######## design 1 ########
Fig. 1: design 1, clock network drawn from the DEF
Scale: 4 px per um.
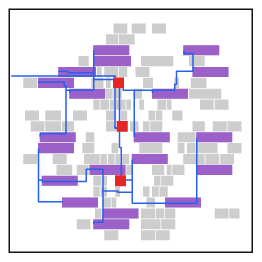

==> src/rtl/lfsr_pkg.sv <==
// Shared LFSR helpers: one Galois step function and a set of primitive polynomials.
// The step function works on 32-bit containers so any width from 2 to 32 can share it.
package lfsr_pkg;

  localparam logic [3:0]  POLY4  = 4'h3;
  localparam logic [6:0]  POLY7  = 7'h41;
  localparam logic [7:0]  POLY8  = 8'h1D;
  localparam logic [15:0] POLY16 = 16'h002D;
  localparam logic [30:0] POLY31 = 31'h00000009;

  typedef struct packed {
    logic        out_bit;
    logic [31:0] next;
  } step_t;

  // Bits of the state above n are masked off, so the result stays zero-extended.
  function automatic step_t lfsr_step(input logic [31:0] state,
                                      input logic [31:0] poly,
                                      input int          n);
    logic [31:0] mask;
    logic        fb;
    step_t       res;
    mask        = (n >= 32) ? 32'hFFFF_FFFF : ((32'h1 << n) - 32'h1);
    fb          = |(state & (32'h1 << (n - 1)));
    res.out_bit = fb;
    res.next    = ((state << 1) & mask) ^ (poly & {32{fb}});
    return res;
  endfunction

endpackage

==> src/rtl/lfsr_prbs_gen_if.sv <==
// Output stream of the PRBS generator: registered word plus valid/ready handshake.
interface lfsr_prbs_gen_if #(
  parameter int STEP = 1
);

  logic [STEP-1:0] o_data;
  logic            o_valid;
  logic            i_ready;
  logic            o_wrap;

  modport master (output o_data, output o_valid, output o_wrap, input  i_ready);
  modport slave  (input  o_data, input  o_valid, input  o_wrap, output i_ready);

endinterface

==> src/rtl/lfsr_step_chain.sv <==
// Combinational chain of STEP Galois steps; collects the output bits MSB-first and
// flags when any intermediate state lands back on the start seed.
module lfsr_step_chain
  import lfsr_pkg::*;
#(
  parameter int            N    = 8,
  parameter logic [N-1:0]  POLY = N'(8'h9B),
  parameter int            STEP = 1
) (
  input  logic [N-1:0]    state,
  input  logic [N-1:0]    start_seed,
  output logic [N-1:0]    next_state,
  output logic [STEP-1:0] word,
  output logic            wrap_hit
);

  step_t        res;
  logic [N-1:0] cur;

  // Shifting left each step leaves the first-generated bit in the MSB.
  always_comb begin
    cur      = state;
    word     = '0;
    wrap_hit = 1'b0;
    res      = '0;
    for (int i = 0; i < STEP; i++) begin
      res      = lfsr_step(32'(cur), 32'(POLY), N);
      word     = (word << 1) | STEP'(res.out_bit);
      wrap_hit = wrap_hit | (res.next == 32'(start_seed));
      cur      = res.next[N-1:0];
    end
    next_state = cur;
  end

endmodule

==> src/rtl/lfsr_prbs_gen.sv <==
// Galois LFSR PRBS generator: STEP bits per word on a valid/ready stream, with seed
// load, zero-seed replacement and sequence-wrap flag.
module lfsr_prbs_gen
  import lfsr_pkg::*;
#(
  parameter int           N            = 8,
  parameter logic [N-1:0] POLY         = N'(8'h9B),
  parameter int           STEP         = 1,
  parameter logic [N-1:0] DEFAULT_SEED = N'(1)
) (
  input  logic                   i_clk,
  input  logic                   i_rst_n,
  input  logic                   i_en,
  input  logic                   i_load,
  input  logic [N-1:0]           i_seed,
  output logic                   o_seed_fixed,
  output logic [N-1:0]           o_state,
  lfsr_prbs_gen_if.master        stream
);

  logic [N-1:0]    state;
  logic [N-1:0]    start_seed;
  logic [N-1:0]    next_state;
  logic [N-1:0]    load_val;
  logic [STEP-1:0] word;
  logic [STEP-1:0] data_q;
  logic            wrap_hit;
  logic            wrap_q;
  logic            valid_q;
  logic            seed_fixed_q;
  logic            adv;

  lfsr_step_chain #(
    .N    (N),
    .POLY (POLY),
    .STEP (STEP)
  ) u_chain (
    .state      (state),
    .start_seed (start_seed),
    .next_state (next_state),
    .word       (word),
    .wrap_hit   (wrap_hit)
  );

  // A zero seed would lock the LFSR at zero forever, so it is swapped for the default.
  assign load_val = (i_seed == '0) ? DEFAULT_SEED : i_seed;
  assign adv      = i_en && !i_load && (!valid_q || stream.i_ready);

  always_ff @(posedge i_clk or negedge i_rst_n) begin
    if (!i_rst_n) begin
      state        <= DEFAULT_SEED;
      start_seed   <= DEFAULT_SEED;
      data_q       <= '0;
      wrap_q       <= 1'b0;
      valid_q      <= 1'b0;
      seed_fixed_q <= 1'b0;
    end else begin
      seed_fixed_q <= 1'b0;
      if (i_load) begin
        state        <= load_val;
        start_seed   <= load_val;
        valid_q      <= 1'b0;
        seed_fixed_q <= (i_seed == '0);
      end else if (adv) begin
        data_q  <= word;
        wrap_q  <= wrap_hit;
        state   <= next_state;
        valid_q <= 1'b1;
      end else if (valid_q && stream.i_ready) begin
        valid_q <= 1'b0;
      end
    end
  end

  assign stream.o_data  = data_q;
  assign stream.o_valid = valid_q;
  assign stream.o_wrap  = wrap_q;
  assign o_seed_fixed   = seed_fixed_q;
  assign o_state        = state;

endmodule

==> src/flat_wrapper.sv <==
// flat-port wrapper written by rule: the top's interface ports become plain ports
module lfsr_prbs_gen_flat import lfsr_pkg::*;
#(
  parameter int           N            = 8,
  parameter logic [N-1:0] POLY         = N'(8'h9B),
  parameter int           STEP         = 1,
  parameter logic [N-1:0] DEFAULT_SEED = N'(1)
)
  (i_clk, i_rst_n, i_en, i_load, i_seed, o_seed_fixed, o_state, stream_o_data, stream_o_valid, stream_o_wrap, stream_i_ready);
  lfsr_prbs_gen_if #(.STEP(STEP)) stream_i ();
  input  logic i_clk;
  input  logic i_rst_n;
  input  logic i_en;
  input  logic i_load;
  input  logic [N-1:0] i_seed;
  output logic o_seed_fixed;
  output logic [N-1:0] o_state;
  output wire logic [$bits(stream_i.o_data)-1:0] stream_o_data;
  output wire logic [$bits(stream_i.o_valid)-1:0] stream_o_valid;
  output wire logic [$bits(stream_i.o_wrap)-1:0] stream_o_wrap;
  input wire logic [$bits(stream_i.i_ready)-1:0] stream_i_ready;
  assign stream_o_data = stream_i.o_data;
  assign stream_o_valid = stream_i.o_valid;
  assign stream_o_wrap = stream_i.o_wrap;
  assign stream_i.i_ready = stream_i_ready;
  lfsr_prbs_gen #(.N(N), .POLY(POLY), .STEP(STEP), .DEFAULT_SEED(DEFAULT_SEED)) u_core (.i_clk(i_clk), .i_rst_n(i_rst_n), .i_en(i_en), .i_load(i_load), .i_seed(i_seed), .o_seed_fixed(o_seed_fixed), .o_state(o_state), .stream(stream_i));
endmodule
==> config.mk <==
export PLATFORM = sky130hd
export DESIGN_NAME = lfsr_prbs_gen_flat
export DESIGN_NICKNAME = d
export VERILOG_FILES = /design/src/rtl/lfsr_pkg.sv /design/src/rtl/lfsr_prbs_gen_if.sv /design/src/rtl/lfsr_step_chain.sv /design/src/rtl/lfsr_prbs_gen.sv /design/src/flat_wrapper.sv
export SDC_FILE = /design/constraint.sdc
export NUM_CORES = 1
export LEC_CHECK = 0
export CORE_MARGIN = 2
export CORE_UTILIZATION = 35
export DETAILED_ROUTE_END_ITERATION = 6
export HOLD_SLACK_MARGIN = 0.12
export SLEW_MARGIN = 20
export SYNTH_ARGS = -nofsm -noshare
export SYNTH_HDL_FRONTEND = slang
export SYNTH_HIERARCHICAL = 1
export SYNTH_SLANG_ARGS = --single-unit
==> constraint.sdc <==
create_clock -name i_clk -period 2.1 [get_ports i_clk]
set_clock_uncertainty 0.1 [all_clocks]
set_input_delay 0.42 -clock i_clk [delete_from_list [all_inputs] [get_ports i_clk]]
set_output_delay 0.42 -clock i_clk [all_outputs]
set_load 0.01 [all_outputs]
######## design 2 ########
==> src/rtl/rvfi_bus_dmem_tracker.sv <==
// Purpose : producer side of the RVFI bus-observation interface for one data-memory port.
//           It tracks in-order dmem requests in a small FIFO and emits one rvfi_bus_* record
//           for each completed transaction.
// Latency : the record appears exactly 1 cycle after the rsp_valid that completes it.
// Backpr. : req_ready drops when DEPTH requests are outstanding. Responses cannot be stalled.
//
// Ports:
//   clock, reset                      rising-edge clock; asynchronous active-high reset
//   req_valid/req_ready               request handshake
//   req_addr/rmask/wmask/wdata        request payload
//   rsp_valid, rsp_rdata, rsp_fault   response for the oldest outstanding request
//   rvfi_bus_*                        registered record; valid pulses, other fields hold
//   outstanding                       current FIFO occupancy
//   protocol_error                    sticky flag, set by a response with nothing outstanding
module rvfi_bus_dmem_tracker #(
  parameter int XLEN   = 32,
  parameter int BUSLEN = 32,
  parameter int DEPTH  = 4
) (
  input  logic                     clock,
  input  logic                     reset,
  input  logic                     req_valid,
  output logic                     req_ready,
  input  logic [XLEN-1:0]          req_addr,
  input  logic [BUSLEN/8-1:0]      req_rmask,
  input  logic [BUSLEN/8-1:0]      req_wmask,
  input  logic [BUSLEN-1:0]        req_wdata,
  input  logic                     rsp_valid,
  input  logic [BUSLEN-1:0]        rsp_rdata,
  input  logic                     rsp_fault,
  output logic                     rvfi_bus_valid,
  output logic                     rvfi_bus_insn,
  output logic                     rvfi_bus_data,
  output logic                     rvfi_bus_fault,
  output logic [XLEN-1:0]          rvfi_bus_addr,
  output logic [BUSLEN/8-1:0]      rvfi_bus_rmask,
  output logic [BUSLEN-1:0]        rvfi_bus_rdata,
  output logic [BUSLEN/8-1:0]      rvfi_bus_wmask,
  output logic [BUSLEN-1:0]        rvfi_bus_wdata,
  output logic [$clog2(DEPTH):0]   outstanding,
  output logic                     protocol_error
);

  localparam int NB = BUSLEN / 8;
  localparam int PW = $clog2(DEPTH);
  localparam int CW = PW + 1;

  // Expand a byte-enable mask into a bit mask.
  function automatic logic [BUSLEN-1:0] byte_mask(input logic [NB-1:0] m);
    logic [BUSLEN-1:0] r;
    r = '0;
    for (int i = 0; i < NB; i++) begin
      r[i*8 +: 8] = {8{m[i]}};
    end
    return r;
  endfunction

  // Entry storage. It has no reset because the pointers and count define which entries are valid.
  logic [XLEN-1:0]   addr_mem  [DEPTH];
  logic [NB-1:0]     rmask_mem [DEPTH];
  logic [NB-1:0]     wmask_mem [DEPTH];
  logic [BUSLEN-1:0] wdata_mem [DEPTH];

  logic [PW-1:0] wr_ptr;
  logic [PW-1:0] rd_ptr;
  logic [CW-1:0] count;

  logic accept;
  logic complete;
  logic orphan_rsp;

  // req_ready depends only on the registered count, so it has no path from rsp_valid.
  assign req_ready  = (count != CW'(DEPTH));
  assign accept     = req_valid && req_ready;
  assign complete   = rsp_valid && (count != '0);
  assign orphan_rsp = rsp_valid && (count == '0);

  assign outstanding   = count;
  assign rvfi_bus_insn = 1'b0;
  assign rvfi_bus_data = 1'b1;

  always_ff @(posedge clock) begin
    if (accept) begin
      addr_mem[wr_ptr]  <= req_addr;
      rmask_mem[wr_ptr] <= req_rmask;
      wmask_mem[wr_ptr] <= req_wmask;
      wdata_mem[wr_ptr] <= req_wdata;
    end
  end

  // Pointers wrap modulo DEPTH because DEPTH is a power of two.
  // A simultaneous push and pop leaves the count unchanged.
  always_ff @(posedge clock or posedge reset) begin
    if (reset) begin
      wr_ptr         <= '0;
      rd_ptr         <= '0;
      count          <= '0;
      protocol_error <= 1'b0;
    end else begin
      if (accept) begin
        wr_ptr <= wr_ptr + PW'(1);
      end
      if (complete) begin
        rd_ptr <= rd_ptr + PW'(1);
      end
      if (accept && !complete) begin
        count <= count + CW'(1);
      end else if (!accept && complete) begin
        count <= count - CW'(1);
      end
      if (orphan_rsp) begin
        protocol_error <= 1'b1;
      end
    end
  end

  // Record register. Only valid pulses; the payload fields keep their last record.
  always_ff @(posedge clock or posedge reset) begin
    if (reset) begin
      rvfi_bus_valid <= 1'b0;
      rvfi_bus_fault <= 1'b0;
      rvfi_bus_addr  <= '0;
      rvfi_bus_rmask <= '0;
      rvfi_bus_rdata <= '0;
      rvfi_bus_wmask <= '0;
      rvfi_bus_wdata <= '0;
    end else begin
      rvfi_bus_valid <= complete;
      if (complete) begin
        rvfi_bus_fault <= rsp_fault;
        rvfi_bus_addr  <= addr_mem[rd_ptr];
        rvfi_bus_rmask <= rmask_mem[rd_ptr];
        rvfi_bus_wmask <= wmask_mem[rd_ptr];
        rvfi_bus_wdata <= wdata_mem[rd_ptr] & byte_mask(wmask_mem[rd_ptr]);
        // A faulted response carries no usable read data.
        rvfi_bus_rdata <= rsp_fault ? '0 : (rsp_rdata & byte_mask(rmask_mem[rd_ptr]));
      end
    end
  end

endmodule
==> config.mk <==
export PLATFORM = sky130hd
export DESIGN_NAME = rvfi_bus_dmem_tracker
export DESIGN_NICKNAME = d
export VERILOG_FILES = /design/src/rtl/rvfi_bus_dmem_tracker.sv
export SDC_FILE = /design/constraint.sdc
export NUM_CORES = 1
export LEC_CHECK = 0
export ABC_CLOCK_PERIOD_IN_PS = 12300
export CAP_MARGIN = 20
export CORE_MARGIN = 3
export CORE_UTILIZATION = 45
export DETAILED_ROUTE_END_ITERATION = 7
export PLACE_DENSITY = 0.68
export SLEW_MARGIN = 30
export SYNTH_ARGS = -nofsm -noshare
export SYNTH_HDL_FRONTEND = slang
export SYNTH_SLANG_ARGS = --single-unit
==> constraint.sdc <==
create_clock -name clock -period 12.3 [get_ports clock]
set_clock_uncertainty 0.05 [all_clocks]
set_input_delay 3.69 -clock clock [delete_from_list [all_inputs] [get_ports clock]]
set_output_delay 3.69 -clock clock [all_outputs]
set_load 0.02 [all_outputs]
######## design 3 ########
**src/rtl/div_8by4.sv**
```systemverilog
// -----------------------------------------------------------------------------
// div_8by4 : sequential restoring divider, one quotient bit per clock.
//
// Divides an N-bit unsigned dividend by an M-bit unsigned divisor and returns
// an N-bit quotient and an M-bit remainder. It uses the same init/done
// handshake as the 4x4 shift-add multiplier core, so one wrapper can drive
// either core.
//
// Ports
//   clk      in   1  clock, rising edge
//   rst      in   1  asynchronous reset, active low
//   init     in   1  start request, level-sampled in IDLE
//   DD       in   N  dividend, captured on the start edge
//   DV       in   M  divisor, captured on the start edge
//   Q        out  N  quotient (registered, held until the next result)
//   R        out  M  remainder (registered, held until the next result)
//   done     out  1  result valid, high while in DONE
//   div_zero out  1  last operation had a zero divisor
// -----------------------------------------------------------------------------
module div_8by4 #(
    parameter int N = 8,
    parameter int M = 4
) (
    input  logic         clk,
    input  logic         rst,
    input  logic         init,
    input  logic [N-1:0] DD,
    input  logic [M-1:0] DV,
    output logic [N-1:0] Q,
    output logic [M-1:0] R,
    output logic         done,
    output logic         div_zero
);

    localparam int CW = (N > 1) ? $clog2(N) : 1;

    typedef enum logic [1:0] {S_IDLE, S_CALC, S_DONE} state_t;

    state_t         r_state, w_next;
    logic [CW-1:0]  r_cnt;
    logic [N-1:0]   r_wq;     // working quotient; starts as the dividend
    logic [M:0]     r_p;      // partial remainder, one spare bit for 2*DV-1
    logic [M-1:0]   r_dv;     // divisor copy so DV may change during CALC
    logic [N-1:0]   r_q;
    logic [M-1:0]   r_r;
    logic           r_dz;

    logic [M+1:0]   w_sh;     // {P, Wq} shifted left, top M+2 bits
    logic [M:0]     w_p_sh;
    logic [M+1:0]   w_t;
    logic           w_fits;
    logic           w_last;
    logic [N-1:0]   w_wq_nxt;
    logic [M:0]     w_p_nxt;

    assign w_sh     = {r_p, r_wq[N-1]};
    assign w_p_sh   = w_sh[M:0];
    assign w_t      = w_sh - {2'b00, r_dv};
    // A clear sign bit means the trial subtraction did not underflow.
    assign w_fits   = ~w_t[M+1];
    assign w_p_nxt  = w_fits ? w_t[M:0] : w_p_sh;
    assign w_wq_nxt = {r_wq[N-2:0], w_fits};
    assign w_last   = (r_cnt == CW'(N - 1));

    // State register
    always_ff @(posedge clk or negedge rst) begin
        if (!rst) r_state <= S_IDLE;
        else      r_state <= w_next;
    end

    // Next-state logic
    always_comb begin
        w_next = r_state;
        case (r_state)
            S_IDLE:  if (init) w_next = (DV != '0) ? S_CALC : S_DONE;
            S_CALC:  if (w_last) w_next = S_DONE;
            S_DONE:  if (!init) w_next = S_IDLE;
            default: w_next = S_IDLE;
        endcase
    end

    // Datapath
    always_ff @(posedge clk or negedge rst) begin
        if (!rst) begin
            r_cnt <= '0;
            r_wq  <= '0;
            r_p   <= '0;
            r_dv  <= '0;
            r_q   <= '0;
            r_r   <= '0;
            r_dz  <= 1'b0;
        end else begin
            case (r_state)
                S_IDLE: begin
                    if (init) begin
                        if (DV != '0) begin
                            r_wq  <= DD;
                            r_p   <= '0;
                            r_cnt <= '0;
                            r_dv  <= DV;
                        end else begin
                            // Zero divisor: saturate and flag, skip CALC.
                            r_q  <= '1;
                            r_r  <= '1;
                            r_dz <= 1'b1;
                        end
                    end
                end
                S_CALC: begin
                    r_p  <= w_p_nxt;
                    r_wq <= w_wq_nxt;
                    if (w_last) begin
                        r_cnt <= '0;
                        r_q   <= w_wq_nxt;
                        // Final remainder is < DV, so the spare bit is zero.
                        r_r   <= w_p_nxt[M-1:0];
                        r_dz  <= 1'b0;
                    end else begin
                        r_cnt <= r_cnt + 1'b1;
                    end
                end
                default: ;
            endcase
        end
    end

    assign Q        = r_q;
    assign R        = r_r;
    assign div_zero = r_dz;
    assign done     = (r_state == S_DONE);

endmodule

```
**config.mk**
```make
export PLATFORM = sky130hd
export DESIGN_NAME = div_8by4
export DESIGN_NICKNAME = d
export VERILOG_FILES = /design/src/rtl/div_8by4.sv
export SDC_FILE = /design/constraint.sdc
export NUM_CORES = 1
export LEC_CHECK = 0
export ABC_AREA = 1
export CAP_MARGIN = 20
export CORE_AREA = 2 2 70 72
export CTS_BUF_LIST = sky130_fd_sc_hd__clkbuf_8
export DETAILED_ROUTE_END_ITERATION = 12
export DIE_AREA = 0 0 72 74
export SYNTH_ARGS = -nofsm -noshare
export SYNTH_HDL_FRONTEND = slang
export SYNTH_SLANG_ARGS = --single-unit
```
**constraint.sdc**
```tcl
create_clock -name clk -period 4.8 [get_ports clk]
set_clock_uncertainty 0.15 [all_clocks]
set_input_delay 1.44 -clock clk [delete_from_list [all_inputs] [get_ports clk]]
set_output_delay 1.44 -clock clk [all_outputs]
set_load 0.02 [all_outputs]
```
Fig. 2: design 3, where the registers sit
Scale: 4 px per um. Other sequential cells in the stronger grey, the rest of the logic in the fainter grey.
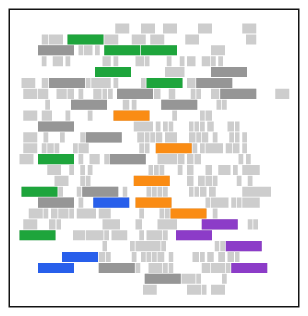
| colour | netlist name | placed flops |
|---|---|---|
| orange | r_p | 5 |
| purple | r_dv | 4 |
| blue | r_cnt | 3 |
| green | Q | 8 |

==> GITHUB_STEP_SUMMARY, design 3 <==
## Synthesis and layout report

| Metric | Value |
|---|---|
| Status | `finished, final reports clean` |
| Worst r2r path cells | `8` |
| Clk power | `roughly 210 uW` |
| Reg area | `between 800 and 900 um2` |
| Fin crit period | `around 3100 ps` |
| RSZ-0062 raised after global routing | `false` |
| Sw Share | `between 40 and 50%` |
| Worst path buffer plus inverter count | `2` |
| Mapped Area | `about 0.0018 mm2` |
| Critical path depth | `3` |
| Met1 Usage GRT | `a little under a fifth` |
| Mux cell area share | `0%` |
| Bufs w/o clock | `29` |
| # setup viols final | `0` |
| DR vias | `roughly 1400` |
| DR vias/cell | `about 4.7` |
| Uppermost layer routed | `met4` |
| Layout Nets | `270` |
| CTS tree | `yes` |
| Req. time, crit path | `between 3000 and 4000 ps` |
| Dominant combinational family | `simple AND/OR/NAND/NOR gates` |
| Initial DRC count | `roughly 60` |
| Top post-synthesis cells by area | `dfrtp_1, nand2_1, inv_1, nand3_1, ha_1` |
| Clk root buf | `clkbuf_8` |
| MI comb area | `757 um2` |
| Placed Cells incl. Taps | `295` |
| Pre-CTS WS | `1440 ps` |
| Aoi/oai-family share of the synthesized area | `roughly a tenth` |
| Util after Layout | `47.7%` |
| Post-Layout Inst Area | `between 0.002 and 0.0025 mm2` |
| Detailed Routing Iterations Pass 1 | `4` |
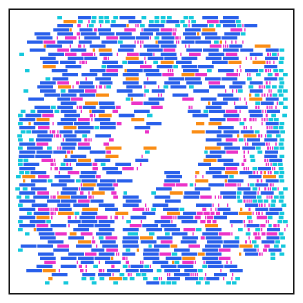
Fig. 3. Placement by cell class (design 2).
Scale: 1.5 px per um.
| colour | class | cells | share of their area |
|---|---|---|---|
| magenta | remaining logic cells | 428 | 18% |
| blue | registers | 402 | 62% |
| orange | clock drivers and dummy loads | 80 | 7.7% |
| cyan | remaining buffers and delay cells | 230 | 12% |

==> GITHUB_STEP_SUMMARY, design 2 <==
## Synthesis and layout report

| Metric | Value |
|---|---|
| Seq pwr | `~2 mW` |
| WL/cell | `slightly below 20 um` |
| Tool warnings | `29` |
| Max-area cell share | `around 58%` |
| Power Density | `approximately 240 mW/mm2` |
| Worst-case vdd ir drop | `approximately 0.14 mV` |
| Slowest stage delay, CP | `approximately 640 ps` |
| Sw Share | `a little over 30%` |
| Status | `finished, final reports clean` |
| Worst hold path class | `reg -> reg` |
| Post-Layout Inst Area | `0.0191 mm2` |
| Gate power share | `29.4%` |
| Ys Warns | `0` |
| Worst path most repeated cell | `xor2_1` |
| Largest cell class by area | `registers` |
| Max_cap viols | `0` |
| Final hold violations | `0` |
Fig. 4: design 1, placement by cell class
Scale: 4 px per um.
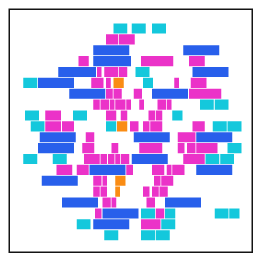
| colour | class | cells | share of their area |
|---|---|---|---|
| cyan | remaining buffers and delay cells | 29 | 21% |
| orange | clock drivers and dummy loads | 4 | 2.0% |
| magenta | remaining logic cells | 70 | 40% |
| blue | registers | 20 | 38% |

## Picture notes: Fig. 1
[red] clock-net drivers | count: 3
[purple] flip-flops | count: 20
[blue] clock wires | length: 277 um
routed clock nets: 4

==> GITHUB_STEP_SUMMARY, design 1 <==
## Synthesis and layout report

| Metric | Value |
|---|---|
| Met1 wire length | `roughly 1100 um` |
| Top Ports | `25` |
| Power Density | `approximately 670 mW/mm2` |
| Top post-synthesis cells by area | `dfrtp_1, mux2_2, buf_4, dfstp_2, xor2_1` |
| CP Launch Type | `register` |
| Post-CTS Resized | `0` |
| Dominant combinational family | `simple AND/OR/NAND/NOR gates` |
| Synth cell count leaders | `dfrtp_1, nor2_1, a31oi_1, nand3_1` |
| Cell with the most instances after synthesis | `dfrtp_1` |
| Yosys cell types | `31` |
| Initial antenna violation count | `0` |
| Post-Syn Area per Cell | `approximately 11 um2` |
| Worst-path clk slew | `roughly 110 ps` |
| # setup viols final | `0` |
| Status | `finished, final reports clean` |
| Cell Chain, Critical Path | `clkdlybuf4s50_1` |
| Post-detail-place hpwl | `1740 um` |
| WL/cell | `14.3 um` |
| Reg power frac | `between 50% and 60%` |

==> notes/layouts.md <==
Pictures saved along the way, in no particular order.

I/O nets highlighted.
(a)
Scale: 2 px per um.
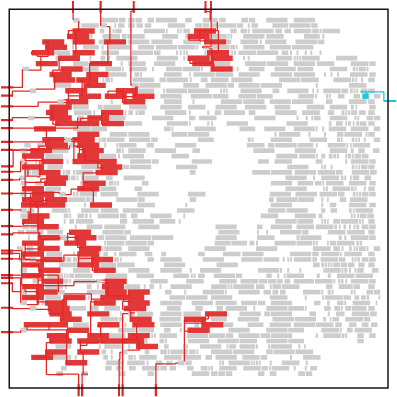
(b)
Scale: 6 px per um.
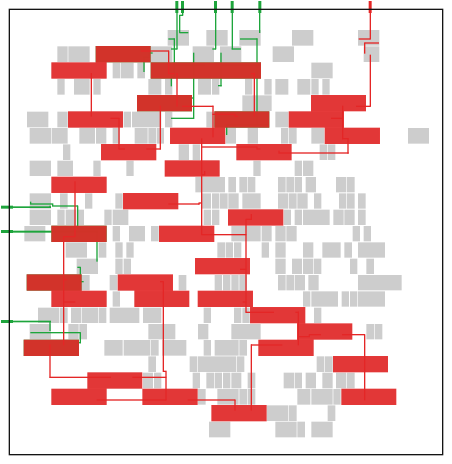
(c)
Scale: 8 px per um.
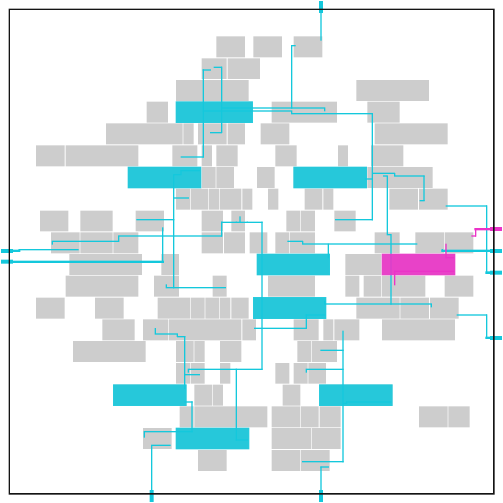
design 2: (a)
design 1: (c)
design 3: (b)
The one with the most cells is (a).
The one with the smallest die is (c).


######## design 4 ########
Fig. 5: design 4, placement view
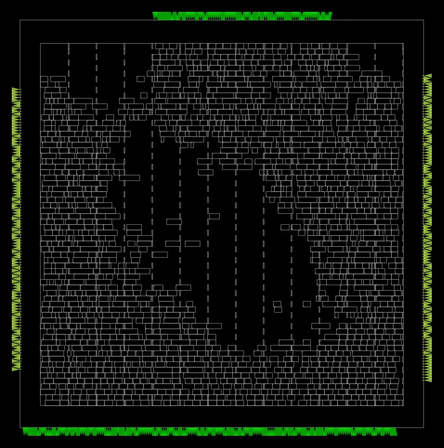
$ cat src/rtl/mem_port_arbiter.sv
// mem_port_arbiter: shares one downstream memory port between the fetch
// (ibus) and data (dbus) requesters, one transaction at a time. Fixed
// priority with a starvation guard that forces a grant to the other side.
module mem_port_arbiter #(
  parameter int DBUS_PRIORITY = 1,
  parameter int STARVE_LIMIT  = 4
) (
  input  logic        clk,
  input  logic        reset,
  input  logic        ireq_valid,
  input  logic [63:0] ireq_addr,
  output logic        iresp_addr_ok,
  output logic        iresp_data_ok,
  output logic [31:0] iresp_data,
  input  logic        dreq_valid,
  input  logic [63:0] dreq_addr,
  input  logic [2:0]  dreq_size,
  input  logic [7:0]  dreq_strobe,
  input  logic [63:0] dreq_data,
  output logic        dresp_addr_ok,
  output logic        dresp_data_ok,
  output logic [63:0] dresp_data,
  output logic        mreq_valid,
  output logic [63:0] mreq_addr,
  output logic [2:0]  mreq_size,
  output logic [7:0]  mreq_strobe,
  output logic [63:0] mreq_data,
  input  logic        mresp_done,
  input  logic [63:0] mresp_data
);

  typedef enum logic [1:0] {IDLE = 2'd0, BUSY_I = 2'd1, BUSY_D = 2'd2} state_t;

  localparam logic [3:0] LIMIT  = 4'(STARVE_LIMIT);
  localparam bit         D_PRIO = (DBUS_PRIORITY != 0);

  state_t     state, state_nxt;
  logic [3:0] starve_cnt, starve_nxt;
  logic       prio_req, other_req;
  logic       gnt_prio, gnt_other, gnt_i, gnt_d;
  logic       done, i_done, d_done;

  // A completion in the same cycle as reset is dropped: reset wins.
  assign done = mresp_done & ~reset;

  // Next state, grant decision and starvation counter update
  always_comb begin
    state_nxt  = state;
    starve_nxt = starve_cnt;
    gnt_prio   = 1'b0;
    gnt_other  = 1'b0;
    gnt_i      = 1'b0;
    gnt_d      = 1'b0;
    prio_req   = D_PRIO ? dreq_valid : ireq_valid;
    other_req  = D_PRIO ? ireq_valid : dreq_valid;
    case (state)
      IDLE: begin
        // Priority side wins unless the other side has waited LIMIT grants.
        gnt_prio  = prio_req && !(other_req && (starve_cnt == LIMIT));
        gnt_other = other_req && !gnt_prio;
        gnt_d     = D_PRIO ? gnt_prio  : gnt_other;
        gnt_i     = D_PRIO ? gnt_other : gnt_prio;
        if (gnt_prio) begin
          if (!other_req)               starve_nxt = 4'd0;
          else if (starve_cnt >= LIMIT) starve_nxt = LIMIT;
          else                          starve_nxt = starve_cnt + 4'd1;
        end else if (gnt_other) begin
          starve_nxt = 4'd0;
        end
        if (gnt_i)      state_nxt = BUSY_I;
        else if (gnt_d) state_nxt = BUSY_D;
      end
      BUSY_I, BUSY_D: begin
        if (done) state_nxt = IDLE;
      end
      default: state_nxt = IDLE;
    endcase
  end

  // State, counter and the registered downstream request fields
  always_ff @(posedge clk) begin
    if (reset) begin
      state       <= IDLE;
      starve_cnt  <= 4'd0;
      mreq_addr   <= 64'd0;
      mreq_size   <= 3'd0;
      mreq_strobe <= 8'd0;
      mreq_data   <= 64'd0;
    end else begin
      state      <= state_nxt;
      starve_cnt <= starve_nxt;
      if (gnt_i) begin
        mreq_addr   <= ireq_addr;
        mreq_size   <= 3'd2;
        mreq_strobe <= 8'd0;
        mreq_data   <= 64'd0;
      end else if (gnt_d) begin
        mreq_addr   <= dreq_addr;
        mreq_size   <= dreq_size;
        mreq_strobe <= dreq_strobe;
        mreq_data   <= dreq_data;
      end
    end
  end

  assign mreq_valid = (state == BUSY_I) || (state == BUSY_D);

  // Responses are combinational off mresp_done; only the granted side sees them.
  assign i_done        = (state == BUSY_I) && done;
  assign d_done        = (state == BUSY_D) && done;
  assign iresp_addr_ok = i_done;
  assign iresp_data_ok = i_done;
  assign dresp_addr_ok = d_done;
  assign dresp_data_ok = d_done;
  // Fetch word lane is picked by the latched address, held in mreq_addr.
  assign iresp_data    = !i_done     ? 32'd0 :
                         mreq_addr[2] ? mresp_data[63:32] : mresp_data[31:0];
  assign dresp_data    = d_done ? mresp_data : 64'd0;

endmodule

$ cat config.mk
export PLATFORM = sky130hd
export DESIGN_NAME = mem_port_arbiter
export DESIGN_NICKNAME = d
export VERILOG_FILES = /design/src/rtl/mem_port_arbiter.sv
export SDC_FILE = /design/constraint.sdc
export NUM_CORES = 1
export LEC_CHECK = 0
export CAP_MARGIN = 20
export CORE_AREA = 10 10 190 192
export CTS_BUF_LIST = sky130_fd_sc_hd__clkbuf_8
export CTS_CLUSTER_SIZE = 40
export DETAILED_ROUTE_END_ITERATION = 10
export DIE_AREA = 0 0 200 202
export PLACE_DENSITY = 0.69
export SLEW_MARGIN = 25
export SYNTH_ARGS = -nofsm -noshare
export SYNTH_HDL_FRONTEND = slang
export SYNTH_SLANG_ARGS = --single-unit
$ cat constraint.sdc
create_clock -name clk -period 1.7 [get_ports clk]
set_clock_uncertainty 0.2 [all_clocks]
set_input_delay 0.17 -clock clk [delete_from_list [all_inputs] [get_ports clk]]
set_output_delay 0.17 -clock clk [all_outputs]
set_load 0.03 [all_outputs]
==> GITHUB_STEP_SUMMARY <==
## Synthesis and layout report

| Metric | Value |
|---|---|
| Crit Path Max Fanout | `5` |
| Cell Chain, Critical Path | `inv_2 > buf_6 > ha_4 > and3b_4 > buf_12 > clkbuf_16 > and2_4 > buf_6` |
| Final hold violations | `0` |
| WL/cell | `about 26 um` |
| Hold_ws | `72.3 ps` |
| Worst setup margin | `-646 ps` |
| Internal reg-to-reg setup slack | `-500 ps` |
| Total grt overflow | `0` |
| Vias in the first global route | `about 11000` |
| Status | `finished with violations` |
| Tool warnings | `35` |
| Failing checks | `negative setup slack` |
| # setup viols final | `approximately 240` |
| Fin crit period | `about 2300 ps` |
| Yosys adder share | `less than 1%` |
| Placed Cells incl. Taps | `1907` |
## Picture notes: Fig. 5
fill cell count: 2630
Util after Layout: 57.0%
Flops: 145
Non-Filler Instances: 2038
Seq area share: 15.8%



==> gallery <==
Placement view.
shot_01.png
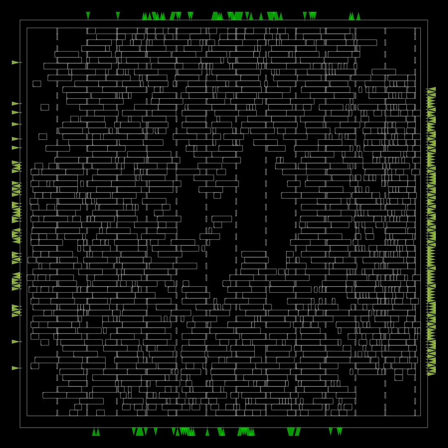
shot_02.png
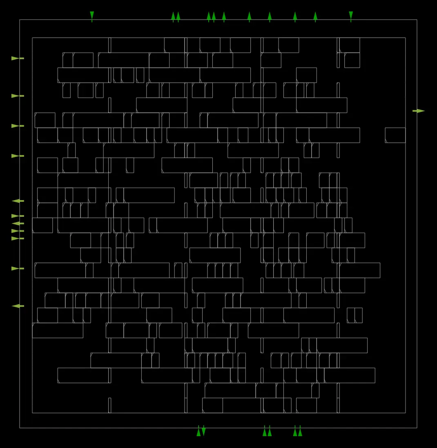
shot_03.png
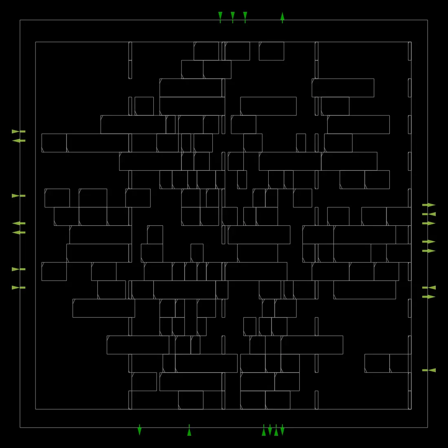
shot_02.png -> design 3
shot_01.png -> design 2
shot_03.png -> design 1
- fewest cells: shot_03.png
- most cells: shot_01.png

Power and IR drop assume default switching activity.
